######## block 1 ########
Block 1, floorplan with the power grid:
Pins as bars on the die edge.
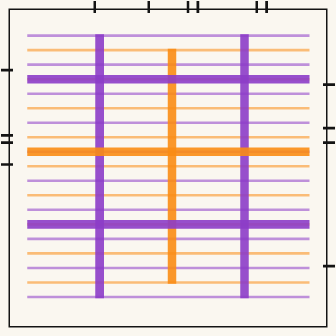

### src/rtl/uart_pkg.sv
`default_nettype none
// +----------------------------------------------------------------------+
// | Package  : uart_pkg                                                  |
// | Purpose  : Shared state encoding and elaboration helpers for uart_rx |
// | Revision : 1.0 - initial release                                     |
// +----------------------------------------------------------------------+
package uart_pkg;

   typedef enum logic [2:0] {
      IDLE      = 3'd0,
      START     = 3'd1,
      DATA      = 3'd2,
      PARITY    = 3'd3,
      STOP      = 3'd4,
      WAIT_IDLE = 3'd5
   } uart_rx_state_t;

   // Cycles from the detected start edge to the middle of the start bit.
   function automatic int half_div(input int divisor);
      return divisor / 2;
   endfunction

   // Mid-bit sampling needs an even divisor and room for a meaningful half period.
   function automatic bit divisor_ok(input int divisor);
      return ((divisor % 2) == 0) && (divisor >= 4);
   endfunction

endpackage
`default_nettype wire

### src/rtl/uart_rx_sync.sv
`default_nettype none
// +----------------------------------------------------------------------+
// | Module   : uart_rx_sync                                              |
// | Purpose  : Two-flop synchronizer with selectable reset level         |
// | Revision : 1.0 - initial release                                     |
// +----------------------------------------------------------------------+
module uart_rx_sync #(
   parameter logic RESET_VAL = 1'b1
) (
   input  logic clk,
   input  logic rst_n,
   input  logic d,
   output logic q
);

   logic meta;

   // Two-stage capture of an asynchronous input; resets to the line's idle level.
   always_ff @(posedge clk or negedge rst_n) begin
      if (!rst_n) begin
         meta <= RESET_VAL;
         q    <= RESET_VAL;
      end else begin
         meta <= d;
         q    <= meta;
      end
   end

endmodule
`default_nettype wire

### src/rtl/uart_rx.sv
`default_nettype none
// +----------------------------------------------------------------------+
// | Module   : uart_rx                                                   |
// | Purpose  : Oversampling UART receiver (start 0, WIDTH data, stop 1)  |
// |            with mid-bit sampling and one-cycle valid/error strobes.  |
// | Options  : UART_RX_PARITY_EN adds an even-parity bit and the         |
// |            o_parity_err output.                                      |
// | Revision : 1.0 - initial release                                     |
// +----------------------------------------------------------------------+
module uart_rx
   import uart_pkg::*;
#(
   parameter int WIDTH         = 8,
   parameter int DIVISOR       = 100,
   parameter int LITTLE_ENDIAN = 1
) (
   input  logic             clk,
   input  logic             i_reset_n,
   input  logic             i_rx,
   output logic [WIDTH-1:0] o_data,
   output logic             o_dv,
   output logic             o_busy,
   output logic             o_frame_err
`ifdef UART_RX_PARITY_EN
   ,
   output logic             o_parity_err
`endif
);

   localparam int TW = $clog2(DIVISOR);
   localparam int CW = $clog2(WIDTH + 1);
   localparam logic [TW-1:0] START_MID = TW'(half_div(DIVISOR) - 1);
   localparam logic [TW-1:0] BIT_END   = TW'(DIVISOR - 1);
   localparam logic [CW-1:0] LAST_BIT  = CW'(WIDTH - 1);

   if (!divisor_ok(DIVISOR)) begin : g_bad_divisor
      $error("uart_rx: DIVISOR must be even and at least 4");
   end

   uart_rx_state_t   state;
   uart_rx_state_t   state_next;
   logic             rx_s;
   logic [TW-1:0]    timer;
   logic [CW-1:0]    bit_cnt;
   logic [WIDTH-1:0] shreg;
   logic             at_mid;
   logic             shift_en;
   logic             dv_set;
   logic             ferr_set;

   uart_rx_sync #(
      .RESET_VAL (1'b1)
   ) u_sync (
      .clk   (clk),
      .rst_n (i_reset_n),
      .d     (i_rx),
      .q     (rx_s)
   );

   // State register.
   always_ff @(posedge clk or negedge i_reset_n) begin
      if (!i_reset_n) state <= IDLE;
      else            state <= state_next;
   end

   // Next-state decode and strobe requests; all decisions use the synchronized line.
   always_comb begin
      state_next = state;
      shift_en   = 1'b0;
      dv_set     = 1'b0;
      ferr_set   = 1'b0;
      at_mid     = (state == START) ? (timer == START_MID) : (timer == BIT_END);
      case (state)
         IDLE: begin
            // IDLE is only ever entered with the line high, so a low level here is a falling edge.
            if (!rx_s) state_next = START;
         end
         START: begin
            if (at_mid) state_next = rx_s ? IDLE : DATA;
         end
         DATA: begin
            if (at_mid) begin
               shift_en = 1'b1;
`ifdef UART_RX_PARITY_EN
               if (bit_cnt == LAST_BIT) state_next = PARITY;
`else
               if (bit_cnt == LAST_BIT) state_next = STOP;
`endif
            end
         end
`ifdef UART_RX_PARITY_EN
         PARITY: begin
            if (at_mid) state_next = STOP;
         end
`endif
         STOP: begin
            if (at_mid) begin
               if (rx_s) begin
                  dv_set     = 1'b1;
                  state_next = IDLE;
               end else begin
                  ferr_set   = 1'b1;
                  state_next = WAIT_IDLE;
               end
            end
         end
         WAIT_IDLE: begin
            if (rx_s) state_next = IDLE;
         end
         default: state_next = IDLE;
      endcase
   end

   // Bit timer: restarts on every state change and wraps after a full bit period.
   always_ff @(posedge clk or negedge i_reset_n) begin
      if (!i_reset_n)                                             timer <= '0;
      else if (state == IDLE || state_next != state || timer == BIT_END) timer <= '0;
      else                                                        timer <= timer + 1'b1;
   end

   // Data bit counter, live only while collecting data bits.
   always_ff @(posedge clk or negedge i_reset_n) begin
      if (!i_reset_n)         bit_cnt <= '0;
      else if (state != DATA) bit_cnt <= '0;
      else if (shift_en)      bit_cnt <= bit_cnt + 1'b1;
   end

   // Shift register collecting data bits in the configured order.
   always_ff @(posedge clk or negedge i_reset_n) begin
      if (!i_reset_n) begin
         shreg <= '0;
      end else if (shift_en) begin
         if (LITTLE_ENDIAN != 0) shreg <= {rx_s, shreg[WIDTH-1:1]};
         else                    shreg <= {shreg[WIDTH-2:0], rx_s};
      end
   end

   // Registered outputs: the word is published only for a frame with a good stop bit.
   always_ff @(posedge clk or negedge i_reset_n) begin
      if (!i_reset_n) begin
         o_data      <= '0;
         o_dv        <= 1'b0;
         o_frame_err <= 1'b0;
      end else begin
         o_dv        <= dv_set;
         o_frame_err <= ferr_set;
         if (dv_set) o_data <= shreg;
      end
   end

`ifdef UART_RX_PARITY_EN
   logic par_bad;

   // Even parity: the received parity bit must equal the XOR of the data bits; reported with the stop result.
   always_ff @(posedge clk or negedge i_reset_n) begin
      if (!i_reset_n) begin
         par_bad      <= 1'b0;
         o_parity_err <= 1'b0;
      end else begin
         if (state == PARITY && at_mid) par_bad <= rx_s ^ (^shreg);
         o_parity_err <= (state == STOP) && at_mid && par_bad;
      end
   end
`endif

   assign o_busy = (state == START) || (state == DATA) || (state == PARITY) || (state == STOP);

endmodule
`default_nettype wire
### config.mk
export PLATFORM = sky130hd
export DESIGN_NAME = uart_rx
export DESIGN_NICKNAME = d
export VERILOG_FILES = /design/src/rtl/uart_pkg.sv /design/src/rtl/uart_rx_sync.sv /design/src/rtl/uart_rx.sv
export SDC_FILE = /design/constraint.sdc
export NUM_CORES = 1
export LEC_CHECK = 0
export CORE_MARGIN = 3
export CORE_UTILIZATION = 55
export CTS_BUF_LIST = sky130_fd_sc_hd__clkbuf_16
export CTS_CLUSTER_SIZE = 28
export DETAILED_ROUTE_END_ITERATION = 8
export PLACE_DENSITY = 0.77
export SLEW_MARGIN = 40
export SYNTH_ARGS = -nofsm -noshare
export SYNTH_HDL_FRONTEND = slang
export SYNTH_HIERARCHICAL = 1
export SYNTH_SLANG_ARGS = --single-unit
### constraint.sdc
create_clock -name clk -period 2.4 [get_ports clk]
set_input_delay 0.48 -clock clk [delete_from_list [all_inputs] [get_ports clk]]
set_output_delay 0.48 -clock clk [all_outputs]
set_load 0.01 [all_outputs]
######## block 2 ########
$ cat src/rtl/arith_pkg.sv
// Shared arithmetic-unit definitions.
// FSM state type and default operand width.
package arith_pkg;

  localparam int DIV_WIDTH_DEFAULT = 4;

  typedef enum logic [1:0] {
    IDLE,
    CALC,
    DONE
  } div_state_t;

endpackage

$ cat src/rtl/seq_restoring_divider_datapath.sv
// Restoring divider datapath: R/Q/D registers,
// trial subtractor and registered result.
module seq_restoring_divider_datapath
  import arith_pkg::*;
#(
  parameter int WIDTH = DIV_WIDTH_DEFAULT
) (
  input  logic             clk,
  input  logic             clr,
  input  logic             load_i,
  input  logic             step_i,
  input  logic             accept_i,
  input  logic             write_result_i,
  input  logic             write_dbz_i,
  input  logic [WIDTH-1:0] dividend_i,
  input  logic [WIDTH-1:0] divisor_i,
  output logic             trial_neg_o,
  output logic [WIDTH-1:0] quotient_o,
  output logic [WIDTH-1:0] remainder_o,
  output logic             dbz_o
);

  logic [WIDTH:0]   r_q, r_d;
  logic [WIDTH:0]   shifted;
  logic [WIDTH:0]   trial;
  logic [WIDTH-1:0] q_q, q_d;
  logic [WIDTH-1:0] d_q, d_d;
  logic [WIDTH-1:0] quot_q;
  logic [WIDTH-1:0] rem_q;
  logic             dbz_q;

  // Shift {R,Q} left, subtract D, keep or restore.
  always_comb begin
    shifted = {r_q[WIDTH-1:0], q_q[WIDTH-1]};
    trial   = shifted - {1'b0, d_q};
    r_d     = r_q;
    q_d     = q_q;
    d_d     = d_q;
    if (load_i) begin
      r_d = '0;
      q_d = dividend_i;
      d_d = divisor_i;
    end else if (step_i) begin
      r_d = accept_i ? trial : shifted;
      q_d = {q_q[WIDTH-2:0], accept_i};
    end
  end

  assign trial_neg_o = trial[WIDTH];

  // Working registers; result uses this edge's step.
  always_ff @(posedge clk or posedge clr) begin
    if (clr) begin
      r_q    <= '0;
      q_q    <= '0;
      d_q    <= '0;
      quot_q <= '0;
      rem_q  <= '0;
      dbz_q  <= 1'b0;
    end else begin
      r_q <= r_d;
      q_q <= q_d;
      d_q <= d_d;
      if (write_result_i) begin
        quot_q <= q_d;
        rem_q  <= r_d[WIDTH-1:0];
        dbz_q  <= 1'b0;
      end else if (write_dbz_i) begin
        quot_q <= '1;
        rem_q  <= dividend_i;
        dbz_q  <= 1'b1;
      end
    end
  end

  assign quotient_o  = quot_q;
  assign remainder_o = rem_q;
  assign dbz_o       = dbz_q;

endmodule

$ cat src/rtl/seq_restoring_divider.sv
// Sequential restoring divider, one quotient
// bit per clock behind a start/done handshake.
module seq_restoring_divider
  import arith_pkg::*;
#(
  parameter int WIDTH = DIV_WIDTH_DEFAULT
) (
  input  logic             clk,
  input  logic             clr,
  input  logic             start,
  input  logic [WIDTH-1:0] dividend,
  input  logic [WIDTH-1:0] divisor,
  output logic             busy,
  output logic             done,
  output logic [WIDTH-1:0] quotient,
  output logic [WIDTH-1:0] remainder,
  output logic             div_by_zero
);

  localparam int CW = $clog2(WIDTH);
  localparam logic [CW-1:0] LAST = CW'(WIDTH - 1);

  div_state_t    state_q;
  logic [CW-1:0] count_q;
  logic          busy_q;
  logic          done_q;

  logic load;
  logic step;
  logic accept;
  logic write_result;
  logic write_dbz;
  logic trial_neg;
  logic div_zero;

  // Control decode from state and status.
  always_comb begin
    div_zero     = (divisor == '0);
    load         = (state_q == IDLE) && start && !div_zero;
    write_dbz    = (state_q == IDLE) && start && div_zero;
    step         = (state_q == CALC);
    accept       = step && !trial_neg;
    write_result = step && (count_q == LAST);
  end

  // Controller FSM with registered handshake outputs.
  always_ff @(posedge clk or posedge clr) begin
    if (clr) begin
      state_q <= IDLE;
      count_q <= '0;
      busy_q  <= 1'b0;
      done_q  <= 1'b0;
    end else begin
      unique case (state_q)
        IDLE: begin
          done_q <= 1'b0;
          if (start) begin
            if (!div_zero) begin
              state_q <= CALC;
              count_q <= '0;
              busy_q  <= 1'b1;
            end else begin
              state_q <= DONE;
              done_q  <= 1'b1;
            end
          end
        end
        CALC: begin
          count_q <= count_q + CW'(1);
          if (count_q == LAST) begin
            state_q <= DONE;
            busy_q  <= 1'b0;
            done_q  <= 1'b1;
          end
        end
        DONE: begin
          state_q <= IDLE;
          done_q  <= 1'b0;
        end
        default: begin
          state_q <= IDLE;
          busy_q  <= 1'b0;
          done_q  <= 1'b0;
        end
      endcase
    end
  end

  seq_restoring_divider_datapath #(
    .WIDTH(WIDTH)
  ) u_dp (
    .clk           (clk),
    .clr           (clr),
    .load_i        (load),
    .step_i        (step),
    .accept_i      (accept),
    .write_result_i(write_result),
    .write_dbz_i   (write_dbz),
    .dividend_i    (dividend),
    .divisor_i     (divisor),
    .trial_neg_o   (trial_neg),
    .quotient_o    (quotient),
    .remainder_o   (remainder),
    .dbz_o         (div_by_zero)
  );

  assign busy = busy_q;
  assign done = done_q;

endmodule
$ cat config.mk
export PLATFORM = sky130hd
export DESIGN_NAME = seq_restoring_divider
export DESIGN_NICKNAME = d
export VERILOG_FILES = /design/src/rtl/arith_pkg.sv /design/src/rtl/seq_restoring_divider_datapath.sv /design/src/rtl/seq_restoring_divider.sv
export SDC_FILE = /design/constraint.sdc
export NUM_CORES = 1
export LEC_CHECK = 0
export ABC_CLOCK_PERIOD_IN_PS = 2950
export CAP_MARGIN = 20
export CORE_MARGIN = 5
export CORE_UTILIZATION = 52
export DETAILED_ROUTE_END_ITERATION = 6
export PLACE_DENSITY = 0.78
export RECOVER_POWER = 25
export SYNTH_ARGS = -nofsm -noshare
export SYNTH_HDL_FRONTEND = slang
export SYNTH_HIERARCHICAL = 1
export SYNTH_SLANG_ARGS = --single-unit
$ cat constraint.sdc
create_clock -name clk -period 2.95 [get_ports clk]
set_input_delay 0.4425 -clock clk [delete_from_list [all_inputs] [get_ports clk]]
set_output_delay 0.4425 -clock clk [all_outputs]
set_load 0.005 [all_outputs]
Block 1, metal layers overlaid:
Two of the layers only.
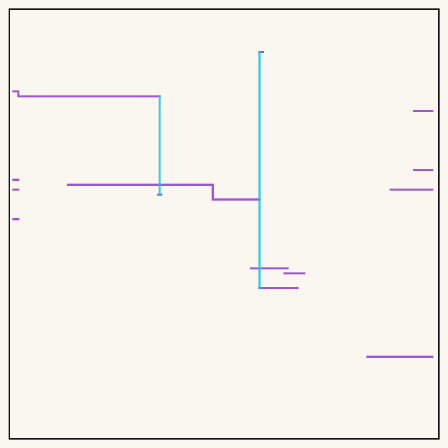
legend:
  metal 3:
    colour: purple
    wire_length: 84.8 um
  metal 4:
    colour: cyan
    wire_length: 46.2 um

## Picture notes: 'floorplan with the power grid' of block 1
legend:
  VSS:
    colour: purple
  VDD:
    colour: orange
met1 rails: 19
signal pins: 14
met5 straps: 3
rows: 18
met4 straps: 3

==> reports/metrics.cfg, block 1 <==
[run_status]
status=finished, final reports clean

[final_layout]
layout.nets=151
clkCellAreaFrac=0.0719

[pwr]
combinationalPowerShare=0.014

[place]
place_inst=168
place_ws_ns=0.232
post-dp-hpwl_um=1860

[logic_synthesis]
synth_seq_share=0.548
ys_top_logic_family=simple AND/OR/NAND/NOR gates

[final_timing]
final-max-slew-violation-count=0
finalHoldWorstSlack_ns=0.357
rsz0062_at_grt=false

[worst_hold_path]
hp-start=u_sync/meta

[worst_setup_path]
cp-end-kind=flip-flop

[die]
core_area_sq_um=2590

[route]
top_layer=met4

Block 2, floorplan with the power grid:
Pins as bars on the die edge.
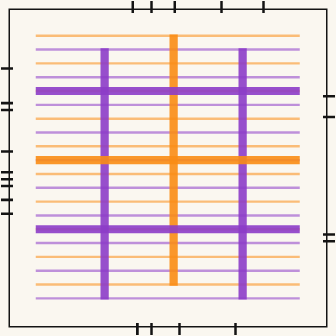
legend:
  VSS:
    colour: purple
  VDD:
    colour: orange
signal pins: 22
rows: 19
met4 straps: 3
met1 rails: 20
core area: 2690 sq um
Die X: 62.2 um

Block 2, placed cells, one colour a class:
The bar under the picture is 20 um long.
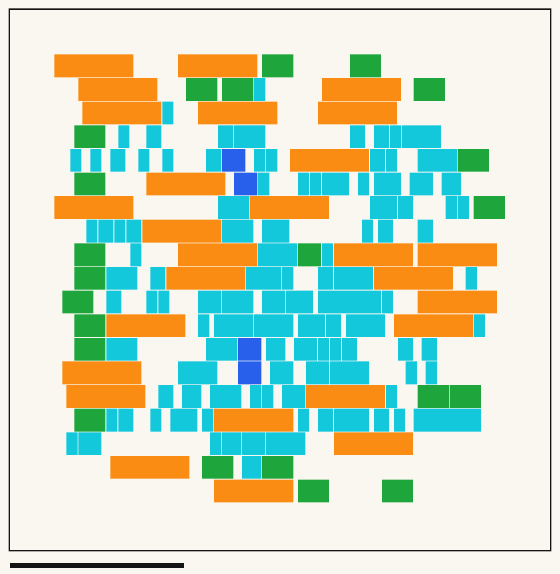
legend:
  combinational and other logic:
    colour: cyan
    cells: 109
    share_of_their_area: 43%
  flops:
    colour: orange
    cells: 27
    share_of_their_area: 41%
  clock drivers and dummy loads:
    colour: blue
    cells: 4
    share_of_their_area: 1.8%
  other buffers and delay cells:
    colour: green
    cells: 22
    share_of_their_area: 13%
fin util: 0.621
sequential cell area share: 0.405

==> reports/metrics.cfg, block 2 <==
[logic_synthesis]
mux_share=0.0645
synthCells=142
yosys_most_used_dff=dfrtp_1
ys.flops=27
yosys.area_share.simple=0.193
synth.most_common_cell=dfrtp_1

[route]
wl_um=2860

[pwr]
power_w=0.00178
p_int_w=0.00105
p_per_area_nw_per_um2=1070

[final_layout]
multiInputCombCellCount=97
inv_count=12
logic_area_sq_um=661
flop-count=27
layout.area.seq_sq_um=676
layout.nets=180

[grt]
grt_use_met1=0.212

[worst_setup_path]
cpPeakStageDelay_ns=0.43
cp_top_family=AND-OR/OR-AND gates

[run_status]
status=finished, final reports clean

[die]
placementRows=19

[job]
tool_warnings=26

[place]
gp_congestion=0.891


######## block 3 ########
Block 3, placed cells, one colour a class:
The bar under the picture is 50 um long.
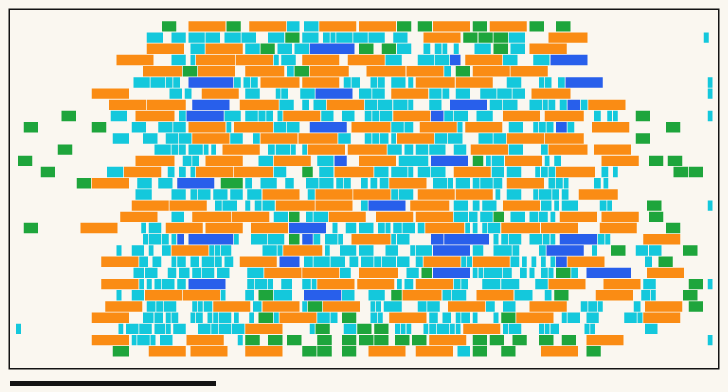

File: config.mk
export PLATFORM = sky130hd
export DESIGN_NAME = ae_sensor_reg_writer
export DESIGN_NICKNAME = d
export VERILOG_FILES = /design/src/rtl/ae_sensor_reg_writer.sv
export SDC_FILE = /design/constraint.sdc
export NUM_CORES = 1
export LEC_CHECK = 0
export CAP_MARGIN = 20
export CORE_ASPECT_RATIO = 0.5
export CORE_UTILIZATION = 50
export DETAILED_ROUTE_END_ITERATION = 10
export PLACE_DENSITY = 0.83
export SLEW_MARGIN = 0
export SYNTH_ARGS = -nofsm -noshare
export SYNTH_HDL_FRONTEND = slang
export SYNTH_SLANG_ARGS = --single-unit
File: constraint.sdc
create_clock -name clk -period 4.2 [get_ports clk]
set_input_delay 0.42 -clock clk [delete_from_list [all_inputs] [get_ports clk]]
set_output_delay 0.42 -clock clk [all_outputs]
set_load 0.1 [all_outputs]
File: src/rtl/ae_sensor_reg_writer.sv
// Turns AE exposure/gain results into a group-held burst of six sensor register writes
// for the I2C master, with change suppression, coalescing of late updates and a done timeout.
module ae_sensor_reg_writer #(
    parameter logic [15:0] EXP_REG_H   = 16'h3501,
    parameter logic [15:0] EXP_REG_L   = 16'h3502,
    parameter logic [15:0] GAIN_REG_H  = 16'h350A,
    parameter logic [15:0] GAIN_REG_L  = 16'h350B,
    parameter logic [15:0] HOLD_REG    = 16'h3208,
    parameter logic [7:0]  HOLD_START  = 8'h00,
    parameter logic [7:0]  HOLD_LAUNCH = 8'hA0,
    parameter int          TIMEOUT_CYC = 200000
) (
    input  logic        clk,
    input  logic        rst,
    input  logic        post_valid,
    input  logic [15:0] exposure_time,
    input  logic [15:0] exposure_gain,
    output logic        wr_valid,
    input  logic        wr_ready,
    output logic [15:0] wr_addr,
    output logic [7:0]  wr_data,
    input  logic        wr_done,
    output logic        busy,
    output logic [15:0] update_cnt,
    output logic        timeout_err,
    output logic [1:0]  state_dbg
);
    localparam int TW = $clog2(TIMEOUT_CYC + 1);

    typedef enum logic [1:0] {
        IDLE      = 2'd0,
        ISSUE     = 2'd1,
        WAIT_DONE = 2'd2
    } state_t;

    state_t        state, state_d;
    logic [2:0]    step, step_d;
    logic [15:0]   work_exp, work_exp_d, work_gain, work_gain_d;
    logic [15:0]   last_exp, last_exp_d, last_gain, last_gain_d;
    logic [15:0]   pend_exp, pend_exp_d, pend_gain, pend_gain_d;
    logic          pend_v, pend_v_d;
    logic [TW-1:0] tmo_cnt, tmo_cnt_d;
    logic          wr_valid_d;
    logic [15:0]   wr_addr_d;
    logic [7:0]    wr_data_d;
    logic [15:0]   update_cnt_d;
    logic          timeout_err_d;
    logic [15:0]   cand_exp, cand_gain;
    logic [15:0]   step_addr;
    logic [7:0]    step_data;

    assign busy      = (state != IDLE);
    assign state_dbg = state;

    always_comb begin
        step_addr = HOLD_REG;
        step_data = HOLD_LAUNCH;
        case (step)
            3'd0: begin step_addr = HOLD_REG;   step_data = HOLD_START;       end
            3'd1: begin step_addr = EXP_REG_H;  step_data = work_exp[15:8];   end
            3'd2: begin step_addr = EXP_REG_L;  step_data = work_exp[7:0];    end
            3'd3: begin step_addr = GAIN_REG_H; step_data = work_gain[15:8];  end
            3'd4: begin step_addr = GAIN_REG_L; step_data = work_gain[7:0];   end
            default: begin step_addr = HOLD_REG; step_data = HOLD_LAUNCH;     end
        endcase
    end

    // Handshake: a command transfers on the cycle wr_valid & wr_ready are both high; until
    // then wr_valid, wr_addr and wr_data are held. wr_done later marks that command finished.
    always_comb begin
        state_d       = state;
        step_d        = step;
        work_exp_d    = work_exp;
        work_gain_d   = work_gain;
        last_exp_d    = last_exp;
        last_gain_d   = last_gain;
        pend_exp_d    = pend_exp;
        pend_gain_d   = pend_gain;
        pend_v_d      = pend_v;
        tmo_cnt_d     = tmo_cnt;
        wr_valid_d    = wr_valid;
        wr_addr_d     = wr_addr;
        wr_data_d     = wr_data;
        update_cnt_d  = update_cnt;
        timeout_err_d = 1'b0;
        cand_exp      = pend_v ? pend_exp  : exposure_time;
        cand_gain     = pend_v ? pend_gain : exposure_gain;

        case (state)
            IDLE: begin
                if (pend_v || post_valid) begin
                    pend_v_d = 1'b0;
                    if ({cand_exp, cand_gain} != {last_exp, last_gain}) begin
                        work_exp_d  = cand_exp;
                        work_gain_d = cand_gain;
                        step_d      = 3'd0;
                        state_d     = ISSUE;
                    end
                    // A fresh pair arriving while the stored one is consumed stays queued.
                    if (pend_v && post_valid) begin
                        pend_exp_d  = exposure_time;
                        pend_gain_d = exposure_gain;
                        pend_v_d    = 1'b1;
                    end
                end
            end
            ISSUE: begin
                if (wr_valid && wr_ready) begin
                    wr_valid_d = 1'b0;
                    tmo_cnt_d  = '0;
                    state_d    = WAIT_DONE;
                end else begin
                    wr_valid_d = 1'b1;
                    wr_addr_d  = step_addr;
                    wr_data_d  = step_data;
                end
            end
            WAIT_DONE: begin
                if (wr_done) begin
                    if (step == 3'd5) begin
                        last_exp_d   = work_exp;
                        last_gain_d  = work_gain;
                        update_cnt_d = update_cnt + 16'd1;
                        state_d      = IDLE;
                    end else begin
                        step_d  = step + 3'd1;
                        state_d = ISSUE;
                    end
                end else if (tmo_cnt == TW'(TIMEOUT_CYC - 1)) begin
                    // Forget the last values so the next pair rewrites every register.
                    timeout_err_d = 1'b1;
                    last_exp_d    = 16'hFFFF;
                    last_gain_d   = 16'hFFFF;
                    state_d       = IDLE;
                end else begin
                    tmo_cnt_d = tmo_cnt + TW'(1);
                end
            end
            default: state_d = IDLE;
        endcase

        if (state != IDLE && post_valid) begin
            pend_exp_d  = exposure_time;
            pend_gain_d = exposure_gain;
            pend_v_d    = 1'b1;
        end
    end

    always_ff @(posedge clk or negedge rst) begin
        if (!rst) begin
            state       <= IDLE;
            step        <= 3'd0;
            work_exp    <= 16'h0000;
            work_gain   <= 16'h0000;
            last_exp    <= 16'hFFFF;
            last_gain   <= 16'hFFFF;
            pend_exp    <= 16'h0000;
            pend_gain   <= 16'h0000;
            pend_v      <= 1'b0;
            tmo_cnt     <= '0;
            wr_valid    <= 1'b0;
            wr_addr     <= 16'h0000;
            wr_data     <= 8'h00;
            update_cnt  <= 16'h0000;
            timeout_err <= 1'b0;
        end else begin
            state       <= state_d;
            step        <= step_d;
            work_exp    <= work_exp_d;
            work_gain   <= work_gain_d;
            last_exp    <= last_exp_d;
            last_gain   <= last_gain_d;
            pend_exp    <= pend_exp_d;
            pend_gain   <= pend_gain_d;
            pend_v      <= pend_v_d;
            tmo_cnt     <= tmo_cnt_d;
            wr_valid    <= wr_valid_d;
            wr_addr     <= wr_addr_d;
            wr_data     <= wr_data_d;
            update_cnt  <= update_cnt_d;
            timeout_err <= timeout_err_d;
        end
    end
endmodule
######## block 4 ########
--- src/rtl/hs_pkg.sv ---
// Shared helpers for the handshake arbiters: index width, wrap arithmetic
// and the lock-state encoding used by hs_rr_arbiter.
package hs_pkg;

    typedef enum logic {
        ARB_OPEN = 1'b0,
        ARB_HELD = 1'b1
    } lock_e;

    // Index width for N requesters; never below 1 so N=2 still gets a bit.
    function automatic int hs_idx_w(input int n);
        return (n > 2) ? $clog2(n) : 1;
    endfunction

    // Round-robin successor with an explicit wrap, valid for non-power-of-two N.
    function automatic int unsigned hs_rr_next(input int unsigned last, input int unsigned n);
        return (last >= n - 1) ? 0 : last + 1;
    endfunction

endpackage

--- src/rtl/hs_rr_pick.sv ---
// Combinational rotate-priority encoder: first set bit of req searching
// last+1, last+2, ... modulo N.
module hs_rr_pick
    import hs_pkg::*;
#(
    parameter  int N     = 2,
    localparam int IDX_W = hs_idx_w(N)
) (
    input  logic [N-1:0]     req,
    input  logic [IDX_W-1:0] last,
    output logic [IDX_W-1:0] pick,
    output logic             any
);

    logic [IDX_W-1:0] idx;
    logic             found;

    // NOTE: idx and found are scratch values walked through the loop, so they
    // use blocking assignments and are given a value before the loop starts.
    always_comb begin
        pick  = '0;
        found = 1'b0;
        idx   = IDX_W'(hs_rr_next(32'(last), N));
        for (int k = 0; k < N; k++) begin
            if (!found && req[idx]) begin
                pick  = idx;
                found = 1'b1;
            end
            idx = IDX_W'(hs_rr_next(32'(idx), N));
        end
    end

    assign any = |req;

endmodule

--- src/rtl/hs_rr_arbiter.sv ---
// Round-robin arbiter merging N ready/valid requesters onto one channel.
// Define HS_ARB_OUTREG_EN to add a one-entry output register after the pick.
module hs_rr_arbiter
    import hs_pkg::*;
#(
    parameter  int N     = 2,
    parameter  int WIDTH = 1,
    localparam int IDX_W = hs_idx_w(N)
) (
    input  logic             clk_core,
    input  logic             rst_core,
    input  logic             flush_req,
    input  logic [WIDTH-1:0] in [N],
    input  logic [N-1:0]     valid_i,
    output logic [N-1:0]     ready_o,
    output logic [WIDTH-1:0] out,
    output logic             valid_o,
    input  logic             ready_i,
    output logic [IDX_W-1:0] grant_o
);

    localparam logic [IDX_W-1:0] LAST_RST = IDX_W'(N - 1);

    logic [IDX_W-1:0] last_q;
    logic [IDX_W-1:0] rr_pick;
    logic [IDX_W-1:0] pick;
    logic             any_req;

    hs_rr_pick #(.N(N)) u_pick (
        .req  (valid_i),
        .last (last_q),
        .pick (rr_pick),
        .any  (any_req)
    );

`ifdef HS_ARB_OUTREG_EN

    logic             full_q;
    logic [WIDTH-1:0] data_q;
    logic [IDX_W-1:0] gidx_q;
    logic             load;

    // The register holds the payload, so the pick never needs locking.
    assign pick = rr_pick;
    assign load = ~full_q | ready_i;

    // NOTE: every bit of ready_o gets a default before the conditional
    // assignment, otherwise the unassigned bits would infer latches.
    always_comb begin
        ready_o = '0;
        if (any_req && load && !flush_req && !rst_core)
            ready_o[pick] = 1'b1;
    end

    // NOTE: state flops take non-blocking assignments so every flop samples
    // the pre-edge values regardless of statement order.
    always_ff @(posedge clk_core or posedge rst_core) begin
        if (rst_core) begin
            full_q <= 1'b0;
            data_q <= '0;
            gidx_q <= '0;
            last_q <= LAST_RST;
        end else if (flush_req) begin
            full_q <= 1'b0;
            last_q <= LAST_RST;
        end else if (load) begin
            full_q <= any_req;
            if (any_req) begin
                data_q <= in[pick];
                gidx_q <= pick;
                last_q <= pick;
            end
        end
    end

    assign valid_o = full_q;
    assign out     = data_q;
    assign grant_o = gidx_q;

`else

    lock_e            lock_q;
    logic [IDX_W-1:0] lock_idx_q;
    logic [IDX_W-1:0] grant_q;

    assign pick = (lock_q == ARB_HELD) ? lock_idx_q : rr_pick;

    // Reset and flush hide the offer so no beat is presented or consumed.
    assign valid_o = any_req & ~flush_req & ~rst_core;
    assign out     = in[pick];
    assign grant_o = (any_req && !rst_core) ? pick : grant_q;

    always_comb begin
        ready_o = '0;
        if (valid_o && ready_i)
            ready_o[pick] = 1'b1;
    end

    always_ff @(posedge clk_core or posedge rst_core) begin
        if (rst_core) begin
            lock_q     <= ARB_OPEN;
            lock_idx_q <= '0;
            last_q     <= LAST_RST;
            grant_q    <= '0;
        end else begin
            grant_q <= grant_o;
            if (flush_req) begin
                lock_q <= ARB_OPEN;
                last_q <= LAST_RST;
            end else if (valid_o) begin
                if (ready_i) begin
                    last_q <= pick;
                    lock_q <= ARB_OPEN;
                end else begin
                    lock_q     <= ARB_HELD;
                    lock_idx_q <= pick;
                end
            end
        end
    end

`endif

endmodule

--- config.mk ---
export PLATFORM = sky130hd
export DESIGN_NAME = hs_rr_arbiter
export DESIGN_NICKNAME = d
export VERILOG_FILES = /design/src/rtl/hs_pkg.sv /design/src/rtl/hs_rr_pick.sv /design/src/rtl/hs_rr_arbiter.sv
export SDC_FILE = /design/constraint.sdc
export NUM_CORES = 1
export LEC_CHECK = 0
export ABC_AREA = 0
export CAP_MARGIN = 20
export CORE_AREA = 2 2 39 41
export CTS_BUF_LIST = sky130_fd_sc_hd__clkbuf_4 sky130_fd_sc_hd__clkbuf_8
export DETAILED_ROUTE_END_ITERATION = 10
export DIE_AREA = 0 0 41 43
export PLACE_DENSITY = 0.44
export SETUP_SLACK_MARGIN = 0.1
export SYNTH_ARGS = -nofsm -noshare
export SYNTH_HDL_FRONTEND = slang
export SYNTH_SLANG_ARGS = --single-unit
--- constraint.sdc ---
create_clock -name clk_core -period 1.35 [get_ports clk_core]
set_input_delay 0.3375 -clock clk_core [delete_from_list [all_inputs] [get_ports clk_core]]
set_output_delay 0.3375 -clock clk_core [all_outputs]
set_load 0.005 [all_outputs]
Block 3, floorplan with the power grid:
Pins as bars on the die edge.
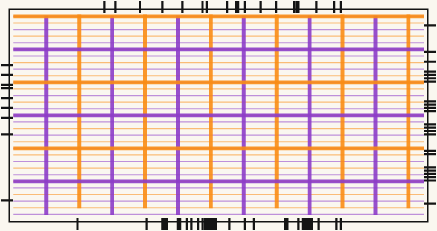
legend:
  VSS:
    colour: purple
  VDD:
    colour: orange
met4 straps: 12
met5 straps: 6
met1 rails: 31
signal pins: 82
die height: 86.9 um
Die X: 172 um
core area: 13800 sq um

About 'placed cells, one colour a class' of block 3:
legend:
  combinational and other logic:
    colour: cyan
    cells: 460
    share_of_their_area: 37%
  other buffers and delay cells:
    colour: green
    cells: 81
    share_of_their_area: 9.5%
  clock drivers and dummy loads:
    colour: blue
    cells: 32
    share_of_their_area: 7.8%
  flops:
    colour: orange
    cells: 152
    share_of_their_area: 45%

==> reports/metrics.cfg, block 3 <==
[run_status]
status=finished, final reports clean

[pwr]
power_w=0.00612
p_int_w=0.00367

[final_layout]
multiInputCombCellCount=419
layout.cells.most_common=dfrtp_1

[route]
via_count=5164

[logic_synthesis]
synth.most_common_cell=dfrtp_1
synthArstFlopShare=1.00
mux_share=0.140
yosys_most_used_dff=dfrtp_1
top_area_cell=dfrtp_1
synth_cell_types=46
yosys_cells=650

[grt]
grt_max_degree=101
grt_first_pass_wirelength_um=27400

[place]
post-dp-hpwl_um=11100

[cts]
cts_resized=0
cts_hold_buf=0

[final_timing]
tightest_slew_ns=1.05

[worst_setup_path]
crit_slowest_cell=dfrtp_2

Block 4, the clock network:
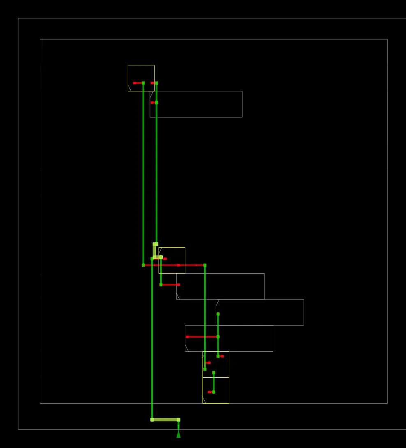
Worst Skew: 0.00180 ns
Clock net power: 0.000187 W

Block 4, floorplan with the power grid:
Pins as bars on the die edge.
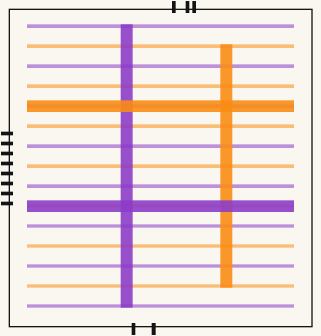
legend:
  VDD:
    colour: orange
  VSS:
    colour: purple
met5 straps: 2
rows: 14
met1 rails: 15
met4 straps: 2
signal pins: 13
core area: 1380 sq um
die height: 43 um
Die X: 41 um

==> reports/metrics.cfg, block 4 <==
[logic_synthesis]
floorplan.nets=29
ys_top_logic_family=AND-OR/OR-AND gates
synth_seq_share=0.418
top_area_cell=dfrtp_1
synth_cell_types=18

[pwr]
power.switching_w=0.000142
p_per_area_nw_per_um2=867

[worst_setup_path]
path_class=reg -> out
crit_path_frequent_cell=buf_6
path_buffers=2

[final_timing]
layout_setup_ws_ns=-0.553
final-max-slew-violation-count=0
finalSetupViolations=5
fin_setup_tns_ns=-2.06

[route]
top_layer=met4
via_count=313

[cts]
cts_max_path_buffers=2
cts_made_buffers=3

[grt]
grt_pass1_vias=340

[final_layout]
dominant_cells=non-clock buffers
logic_area_sq_um=193
final_area_sq_um=627

[place]
io_buffer_count=12
placed_cell_area_sq_um=420

[run_status]
status=finished, violations left
failed_checks=negative setup slack

[job]
tool_warnings=29


######## block 5 ########
Block 5, clock wires, drivers and flops:
The bar under the picture is 100 um long.
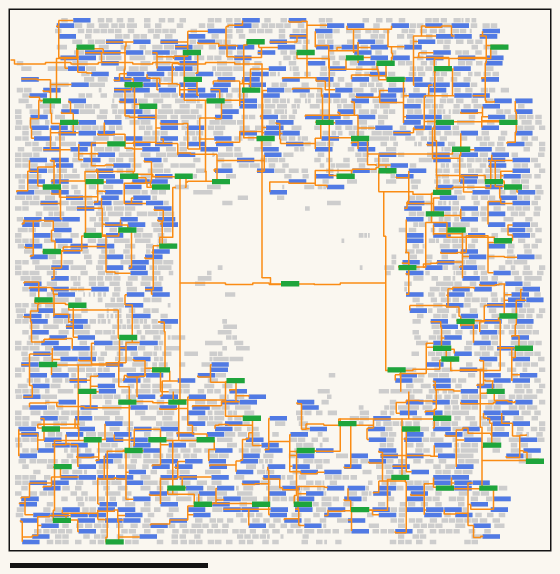

===== src/rtl/fetch_line_buffer.sv =====
// -----------------------------------------------------------------------------
// fetch_line_buffer
//
// Frontend stage between the I-cache and decode. Holds one cache line with
// its fetch PC and streams it out as one instruction per cycle, each tagged
// with its PC. A fetch PC pointing into the middle of a line starts the
// stream at the addressed slot. A flush discards whatever is buffered.
//
// Build option:
//   FLB_BYPASS_EN - when defined, an empty buffer presents the addressed
//                   instruction of an incoming line in the same cycle
//                   (zero-cycle latency). When undefined, the first
//                   instruction appears one cycle after the line is taken
//                   and there is no combinational path line_i -> instr_o.
//
// Ports:
//   clk_i          clock, rising edge
//   rst_n_i        asynchronous active-low reset
//   flush_i        drop the buffered line (synchronous)
//   line_valid_i   cache line available
//   line_ready_o   buffer accepts a line this cycle
//   line_pc_i      fetch PC, may point anywhere inside the line
//   line_i         line data, slot k at bits [k*ILEN +: ILEN]
//   instr_valid_o  instruction available to decode
//   instr_ready_i  decode accepts the instruction
//   instr_o        instruction
//   instr_pc_o     PC of instr_o
// -----------------------------------------------------------------------------
module fetch_line_buffer #(
    parameter int XLEN       = 64,
    parameter int ILEN       = 32,
    parameter int LINE_INSTR = 16
) (
    input  logic                       clk_i,
    input  logic                       rst_n_i,
    input  logic                       flush_i,
    input  logic                       line_valid_i,
    output logic                       line_ready_o,
    input  logic [XLEN-1:0]            line_pc_i,
    input  logic [LINE_INSTR*ILEN-1:0] line_i,
    output logic                       instr_valid_o,
    input  logic                       instr_ready_i,
    output logic [ILEN-1:0]            instr_o,
    output logic [XLEN-1:0]            instr_pc_o
);

    // Byte offset bits of one instruction and slot-index bits within a line.
    localparam int OFF    = $clog2(ILEN / 8);
    localparam int IDX    = $clog2(LINE_INSTR);
    localparam int BASE_W = XLEN - OFF - IDX;

    localparam logic [IDX-1:0] LAST_SLOT = IDX'(LINE_INSTR - 1);

    typedef enum logic {
        EMPTY = 1'b0,
        DRAIN = 1'b1
    } state_t;

    state_t                            state_q;
    state_t                            state_d;
    logic [LINE_INSTR-1:0][ILEN-1:0]   line_q;
    logic [BASE_W-1:0]                 base_q;
    logic [IDX-1:0]                    idx_q;
    logic [IDX-1:0]                    idx_d;
    logic                              load_line;

    // Incoming line viewed as an array of slots, plus its PC split into
    // line base and starting slot.
    logic [LINE_INSTR-1:0][ILEN-1:0]   line_words;
    logic [BASE_W-1:0]                 line_base;
    logic [IDX-1:0]                    line_slot;
    logic                              last;
    logic                              line_hs;

    // The in-instruction byte offset of the fetch PC carries no information
    // for this stage (instructions are always slot aligned).
    logic                              unused_pc_offset;

    assign line_words       = line_i;
    assign line_base        = line_pc_i[XLEN-1:OFF+IDX];
    assign line_slot        = line_pc_i[OFF+IDX-1:OFF];
    assign last             = (idx_q == LAST_SLOT);
    assign unused_pc_offset = ^line_pc_i[OFF-1:0];

    // -------------------------------------------------------------------------
    // Next-state and output logic
    // -------------------------------------------------------------------------
    always_comb begin
        state_d       = state_q;
        idx_d         = idx_q;
        load_line     = 1'b0;
        line_hs       = 1'b0;
        line_ready_o  = 1'b0;
        instr_valid_o = 1'b0;
        instr_o       = line_q[idx_q];
        instr_pc_o    = {base_q, idx_q, {OFF{1'b0}}};

        unique case (state_q)
            EMPTY: begin
                line_ready_o = ~flush_i;
                line_hs      = line_valid_i & ~flush_i;
`ifdef FLB_BYPASS_EN
                // Present the addressed slot of the incoming line directly.
                if (line_valid_i && !flush_i) begin
                    instr_valid_o = 1'b1;
                    instr_o       = line_words[line_slot];
                    instr_pc_o    = {line_base, line_slot, {OFF{1'b0}}};
                end
`endif
                if (line_hs) begin
                    load_line = 1'b1;
                    idx_d     = line_slot;
                    state_d   = DRAIN;
`ifdef FLB_BYPASS_EN
                    // Decode already took the first slot; resume after it.
                    // If that was the last slot the line is fully consumed.
                    if (instr_ready_i) begin
                        idx_d = line_slot + IDX'(1);
                        if (line_slot == LAST_SLOT) begin
                            state_d = EMPTY;
                        end
                    end
`endif
                end
            end

            DRAIN: begin
                instr_valid_o = 1'b1;
                if (instr_ready_i) begin
                    if (!last) begin
                        idx_d = idx_q + IDX'(1);
                    end else begin
                        // The last slot leaves this cycle, so the next line
                        // can be taken on the same edge without a bubble.
                        line_ready_o = ~flush_i;
                        line_hs      = line_valid_i & ~flush_i;
                        if (line_hs) begin
                            load_line = 1'b1;
                            idx_d     = line_slot;
                        end else begin
                            state_d = EMPTY;
                        end
                    end
                end
            end

            default: begin
                state_d = EMPTY;
            end
        endcase

        // Flush overrides any progress made this cycle. line_ready_o is
        // already low, so no line can have been loaded.
        if (flush_i) begin
            state_d = EMPTY;
        end
    end

    // -------------------------------------------------------------------------
    // State and line storage
    // -------------------------------------------------------------------------
    always_ff @(posedge clk_i or negedge rst_n_i) begin
        if (!rst_n_i) begin
            state_q <= EMPTY;
            idx_q   <= '0;
            base_q  <= '0;
            line_q  <= '0;
        end else begin
            state_q <= state_d;
            idx_q   <= idx_d;
            if (load_line) begin
                line_q <= line_words;
                base_q <= line_base;
            end
        end
    end

endmodule


===== config.mk =====
export PLATFORM = sky130hd
export DESIGN_NAME = fetch_line_buffer
export DESIGN_NICKNAME = d
export VERILOG_FILES = /design/src/rtl/fetch_line_buffer.sv
export SDC_FILE = /design/constraint.sdc
export NUM_CORES = 1
export LEC_CHECK = 0
export CAP_MARGIN = 10
export CORE_MARGIN = 2
export CORE_UTILIZATION = 37
export CTS_CLUSTER_SIZE = 8
export DETAILED_ROUTE_END_ITERATION = 16
export GPL_TIMING_DRIVEN = 0
export PLACE_DENSITY = 0.66
export SLEW_MARGIN = 10
export SYNTH_ARGS = -nofsm -noshare
export SYNTH_HDL_FRONTEND = slang
export SYNTH_SLANG_ARGS = --single-unit

===== constraint.sdc =====
create_clock -name clk_i -period 2.6 [get_ports clk_i]
set_clock_uncertainty 0.05 [all_clocks]
set_input_delay 0.65 -clock clk_i [delete_from_list [all_inputs] [get_ports clk_i]]
set_output_delay 0.65 -clock clk_i [all_outputs]
set_load 0.005 [all_outputs]

######## block 6 ########
[src/rtl/vga_timing_pkg.sv]
// Default 640x480@60 timing constants, the counter width and the axis-total helper
// shared by the scan generator and its axis counters.
package vga_timing_pkg;

  localparam int CNT_W    = 10;
  localparam int H_VIS_D  = 640;
  localparam int H_FP_D   = 16;
  localparam int H_SYNC_D = 96;
  localparam int H_BP_D   = 48;
  localparam int V_VIS_D  = 480;
  localparam int V_FP_D   = 10;
  localparam int V_SYNC_D = 2;
  localparam int V_BP_D   = 33;

  typedef logic [CNT_W-1:0] cnt_t;

  function automatic int axis_total(input int vis, input int fp, input int sync, input int bp);
    return vis + fp + sync + bp;
  endfunction

  localparam int H_TOT_D = axis_total(H_VIS_D, H_FP_D, H_SYNC_D, H_BP_D);
  localparam int V_TOT_D = axis_total(V_VIS_D, V_FP_D, V_SYNC_D, V_BP_D);

endpackage

[src/rtl/vga_axis_ctr.sv]
// Wrapping axis counter with carry-out; sync window and visible region are decoded
// from the next count so the caller can register them in step with the count.
module vga_axis_ctr
  import vga_timing_pkg::*;
#(
  parameter int TOT        = H_TOT_D,
  parameter int VIS        = H_VIS_D,
  parameter int SYNC_START = H_VIS_D + H_FP_D,
  parameter int SYNC_LEN   = H_SYNC_D
) (
  input  logic             vga_clk,
  input  logic             reset_n,
  input  logic             inc,
  output logic [CNT_W-1:0] cnt,
  output logic             carry,
  output logic             sync_nxt,
  output logic             vis_nxt
);

  localparam cnt_t LAST_C    = cnt_t'(TOT - 1);
  localparam cnt_t SYNC_LO_C = cnt_t'(SYNC_START);
  localparam cnt_t SYNC_HI_C = cnt_t'(SYNC_START + SYNC_LEN - 1);
  localparam cnt_t VIS_C     = cnt_t'(VIS);

  cnt_t cnt_r;
  cnt_t cnt_nxt_s;
  logic carry_s;

  // Next-count and carry decode.
  always_comb begin
    cnt_nxt_s = cnt_r;
    carry_s   = 1'b0;
    if (inc) begin
      if (cnt_r == LAST_C) begin
        cnt_nxt_s = '0;
        carry_s   = 1'b1;
      end else begin
        cnt_nxt_s = cnt_r + cnt_t'(1);
        carry_s   = 1'b0;
      end
    end else begin
      cnt_nxt_s = cnt_r;
      carry_s   = 1'b0;
    end
  end

  // Count register.
  always_ff @(posedge vga_clk or negedge reset_n) begin
    if (!reset_n) begin
      cnt_r <= '0;
    end else begin
      cnt_r <= cnt_nxt_s;
    end
  end

  assign cnt      = cnt_r;
  assign carry    = carry_s;
  assign sync_nxt = (cnt_nxt_s >= SYNC_LO_C) && (cnt_nxt_s <= SYNC_HI_C);
  assign vis_nxt  = (cnt_nxt_s < VIS_C);

endmodule

[src/rtl/vga_scan_gen.sv]
// VGA raster scan generator: pixel/line counters with registered, zero-skew sync and
// display-enable. Define VGA_ANIM_TICK_EN to add the frame-divided anim_idx output.
module vga_scan_gen
  import vga_timing_pkg::*;
#(
  parameter int H_VIS    = H_VIS_D,
  parameter int H_FP     = H_FP_D,
  parameter int H_SYNC   = H_SYNC_D,
  parameter int H_BP     = H_BP_D,
  parameter int V_VIS    = V_VIS_D,
  parameter int V_FP     = V_FP_D,
  parameter int V_SYNC   = V_SYNC_D,
  parameter int V_BP     = V_BP_D,
  parameter int ANIM_DIV = 8,
  parameter int ANIM_LEN = 8
) (
  input  logic       vga_clk,
  input  logic       reset_n,
  input  logic       pix_ce,
  output logic [9:0] DrawX,
  output logic [9:0] DrawY,
  output logic       hs,
  output logic       vs,
  output logic       blank,
  output logic       frame_start
`ifdef VGA_ANIM_TICK_EN
  ,
  output logic [3:0] anim_idx
`endif
);

  localparam int H_TOT = axis_total(H_VIS, H_FP, H_SYNC, H_BP);
  localparam int V_TOT = axis_total(V_VIS, V_FP, V_SYNC, V_BP);

  logic h_carry_s, h_sync_s, h_vis_s;
  logic v_carry_s, v_sync_s, v_vis_s;
  logic v_inc_s;
  logic frame_tick_s;
  logic hs_r, vs_r, blank_r, fs_r;

  assign v_inc_s      = pix_ce & h_carry_s;
  assign frame_tick_s = h_carry_s & v_carry_s;

  vga_axis_ctr #(
    .TOT        (H_TOT),
    .VIS        (H_VIS),
    .SYNC_START (H_VIS + H_FP),
    .SYNC_LEN   (H_SYNC)
  ) u_h_axis (
    .vga_clk  (vga_clk),
    .reset_n  (reset_n),
    .inc      (pix_ce),
    .cnt      (DrawX),
    .carry    (h_carry_s),
    .sync_nxt (h_sync_s),
    .vis_nxt  (h_vis_s)
  );

  vga_axis_ctr #(
    .TOT        (V_TOT),
    .VIS        (V_VIS),
    .SYNC_START (V_VIS + V_FP),
    .SYNC_LEN   (V_SYNC)
  ) u_v_axis (
    .vga_clk  (vga_clk),
    .reset_n  (reset_n),
    .inc      (v_inc_s),
    .cnt      (DrawY),
    .carry    (v_carry_s),
    .sync_nxt (v_sync_s),
    .vis_nxt  (v_vis_s)
  );

  // Sync/enable registers load from next-count decode; frame_start is a one-cycle pulse.
  always_ff @(posedge vga_clk or negedge reset_n) begin
    if (!reset_n) begin
      hs_r    <= 1'b1;
      vs_r    <= 1'b1;
      blank_r <= 1'b0;
      fs_r    <= 1'b0;
    end else if (pix_ce) begin
      hs_r    <= ~h_sync_s;
      vs_r    <= ~v_sync_s;
      blank_r <= h_vis_s & v_vis_s;
      fs_r    <= frame_tick_s;
    end else begin
      fs_r    <= 1'b0;
    end
  end

  assign hs          = hs_r;
  assign vs          = vs_r;
  assign blank       = blank_r;
  assign frame_start = fs_r;

`ifdef VGA_ANIM_TICK_EN
  localparam int FC_W = $clog2(ANIM_DIV + 1);
  localparam logic [FC_W-1:0] DIV_LAST_C = FC_W'(ANIM_DIV - 1);
  localparam logic [3:0]      IDX_LAST_C = 4'(ANIM_LEN - 1);

  logic [FC_W-1:0] frame_cnt_r;
  logic [3:0]      anim_idx_r;

  // Frame divider: steps anim_idx on the same edge that raises frame_start.
  always_ff @(posedge vga_clk or negedge reset_n) begin
    if (!reset_n) begin
      frame_cnt_r <= '0;
      anim_idx_r  <= 4'd0;
    end else if (frame_tick_s) begin
      if (frame_cnt_r == DIV_LAST_C) begin
        frame_cnt_r <= '0;
        anim_idx_r  <= (anim_idx_r == IDX_LAST_C) ? 4'd0 : anim_idx_r + 4'd1;
      end else begin
        frame_cnt_r <= frame_cnt_r + FC_W'(1);
      end
    end
  end

  assign anim_idx = anim_idx_r;
`endif

endmodule

[config.mk]
export PLATFORM = sky130hd
export DESIGN_NAME = vga_scan_gen
export DESIGN_NICKNAME = d
export VERILOG_FILES = /design/src/rtl/vga_timing_pkg.sv /design/src/rtl/vga_axis_ctr.sv /design/src/rtl/vga_scan_gen.sv
export SDC_FILE = /design/constraint.sdc
export NUM_CORES = 1
export LEC_CHECK = 0
export ABC_AREA = 1
export CELL_PAD_IN_SITES_DETAIL_PLACEMENT = 1
export CELL_PAD_IN_SITES_GLOBAL_PLACEMENT = 2
export CORE_MARGIN = 8
export CORE_UTILIZATION = 28
export CTS_CLUSTER_SIZE = 8
export DETAILED_ROUTE_END_ITERATION = 10
export GPL_TIMING_DRIVEN = 0
export PLACE_DENSITY_LB_ADDON = 0.1
export SYNTH_ARGS = -nofsm -noshare
export SYNTH_HDL_FRONTEND = slang
export SYNTH_SLANG_ARGS = --single-unit
[constraint.sdc]
create_clock -name vga_clk -period 1.69 [get_ports vga_clk]
set_clock_uncertainty 0.05 [all_clocks]
set_input_delay 0.338 -clock vga_clk [delete_from_list [all_inputs] [get_ports vga_clk]]
set_output_delay 0.338 -clock vga_clk [all_outputs]
set_load 0.03 [all_outputs]
Block 5, placed cells, one colour a class:
The bar under the picture is 100 um long.
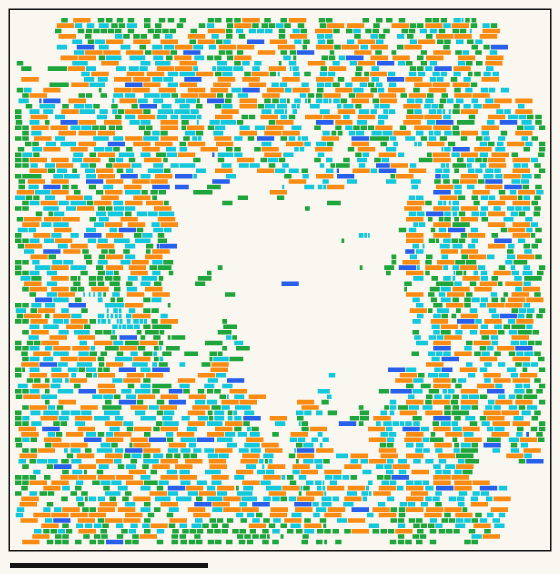
legend:
  combinational and other logic:
    colour: cyan
    cells: 965
    share_of_their_area: 32%
  flops:
    colour: orange
    cells: 575
    share_of_their_area: 38%
  other buffers and delay cells:
    colour: green
    cells: 876
    share_of_their_area: 24%
  clock drivers and dummy loads:
    colour: blue
    cells: 95
    share_of_their_area: 5.9%
sequential cell area share: 0.369
Rows: 98
core area: 71600 sq um

Notes on 'clock wires, drivers and flops' of block 5 above:
legend:
  flip-flops:
    colour: blue
    count: 575
  clock drivers:
    colour: green
    count: 82
  clock wires:
    colour: orange
    length: 8290 um
routed clock nets: 83

==> reports/metrics.cfg, block 5 <==
[worst_hold_path]
worstHoldPathType=reg -> reg

[grt]
grt_use_met3=0.0666
grt_first_pass_wirelength_um=142000
grt_pass1_vias=20400

[logic_synthesis]
ys_chip_area_sq_um=26800
xor_area_frac=0
synth.cell_area_sq_um=26800
synth.most_common_cell=dfrtp_1

[route]
dr.pass1.iters=5
wl_met1_um=40100
via_count=18100
drc_errors=0

[worst_setup_path]
startpoint=idx_q[0]
cpPeakStageDelay_ns=0.57

[cts]
htreeDepth=3

[pwr]
p_seq_w=0.0124
p_int_w=0.0261

[final_timing]
finalSetupViolations=32
layout_setup_ws_ns=-0.685

[run_status]
status=finished, violations left
failed_checks=negative setup slack

[die]
die_area_sq_um=74600
tap_cells=950

[final_layout]
multiInputCombCellCount=964
diodes=12
flop-count=575
logic_area_sq_um=12000
top_register=line_q
inv_count=1

Block 6, placed cells, one colour a class:
The bar under the picture is 20 um long.
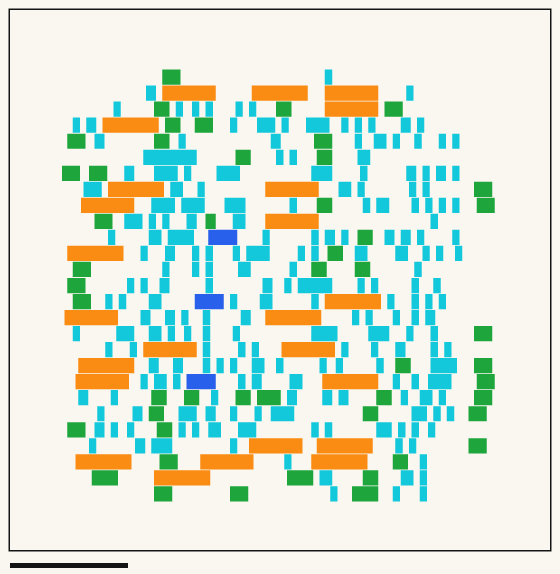
legend:
  other buffers and delay cells:
    colour: green
    cells: 49
    share_of_their_area: 19%
  clock drivers:
    colour: blue
    cells: 3
    share_of_their_area: 1.9%
  flops:
    colour: orange
    cells: 24
    share_of_their_area: 29%
  combinational and other logic:
    colour: cyan
    cells: 214
    share_of_their_area: 50%
core area: 5510 sq um
fin util: 0.406
Rows: 27
sequential cell area share: 0.275
final instance area: 2230 sq um

==> reports/metrics.cfg, block 6 <==
[worst_setup_path]
critPathLaunchType=flip-flop
path_buffers=2
path_cells=ha_4 -> inv_1 -> nor2_4 -> nand4_2 -> o21ai_0 -> nand2_1 -> nand2_1 -> nor2_4 -> buf_4 -> a21oi_2
cp.arrival_ns=1.91

[route]
wl_um=5150

[place]
post-dp-hpwl_um=3860

[run_status]
failed_checks=negative setup slack
status=finished, violations left

[logic_synthesis]
ys_chip_area_sq_um=1600
yosys_most_used_dff=dfrtp_1
synth.avg_cell_area_sq_um=6.67

[pwr]
powerClk_w=0.000349

[final_layout]
multiInputCombCellCount=174
signal_buffers=49

[job]
tool_warnings=29

[final_timing]
layout_setup_ws_ns=-0.0576
finalSetupViolations=2



==> gallery <==
Metal layers overlaid.
Two of the layers only.
Plate I
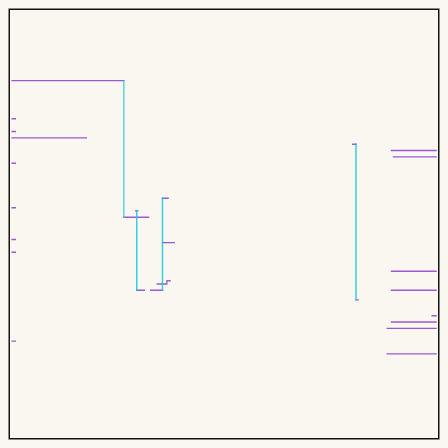
Plate II
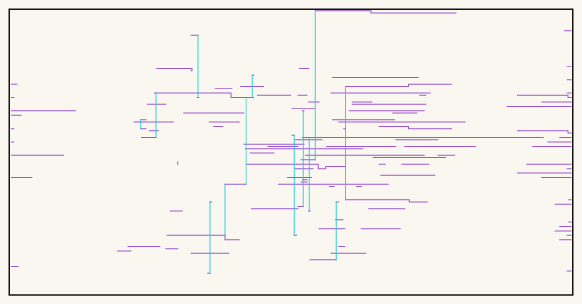
Plate III
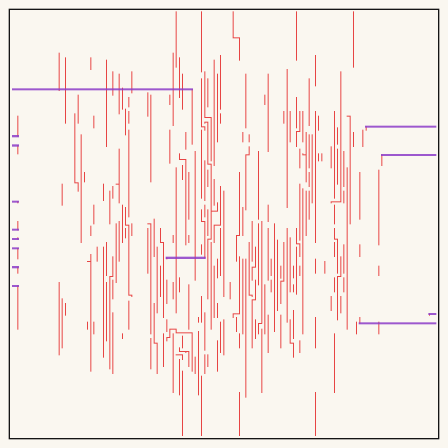
Plate IV
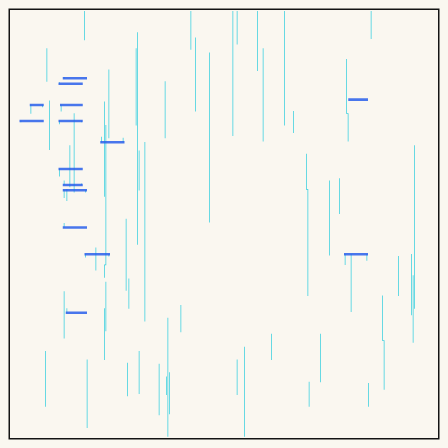
Plate V
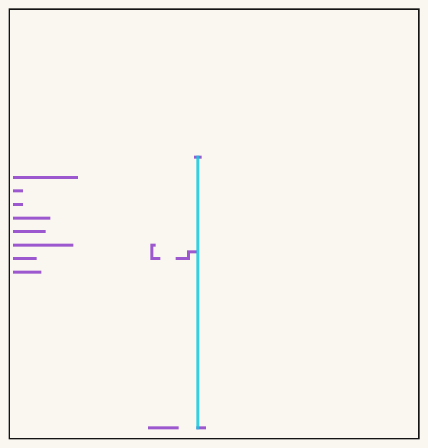
block 6: Plate I
block 3: Plate II
block 5: Plate IV
block 4: Plate V
block 2: Plate III

Key to Plate III:
legend:
  metal 2:
    colour: red
    wire_length: 1420 um
  metal 3:
    colour: purple
    wire_length: 66.6 um

Power and IR drop assume default switching activity.
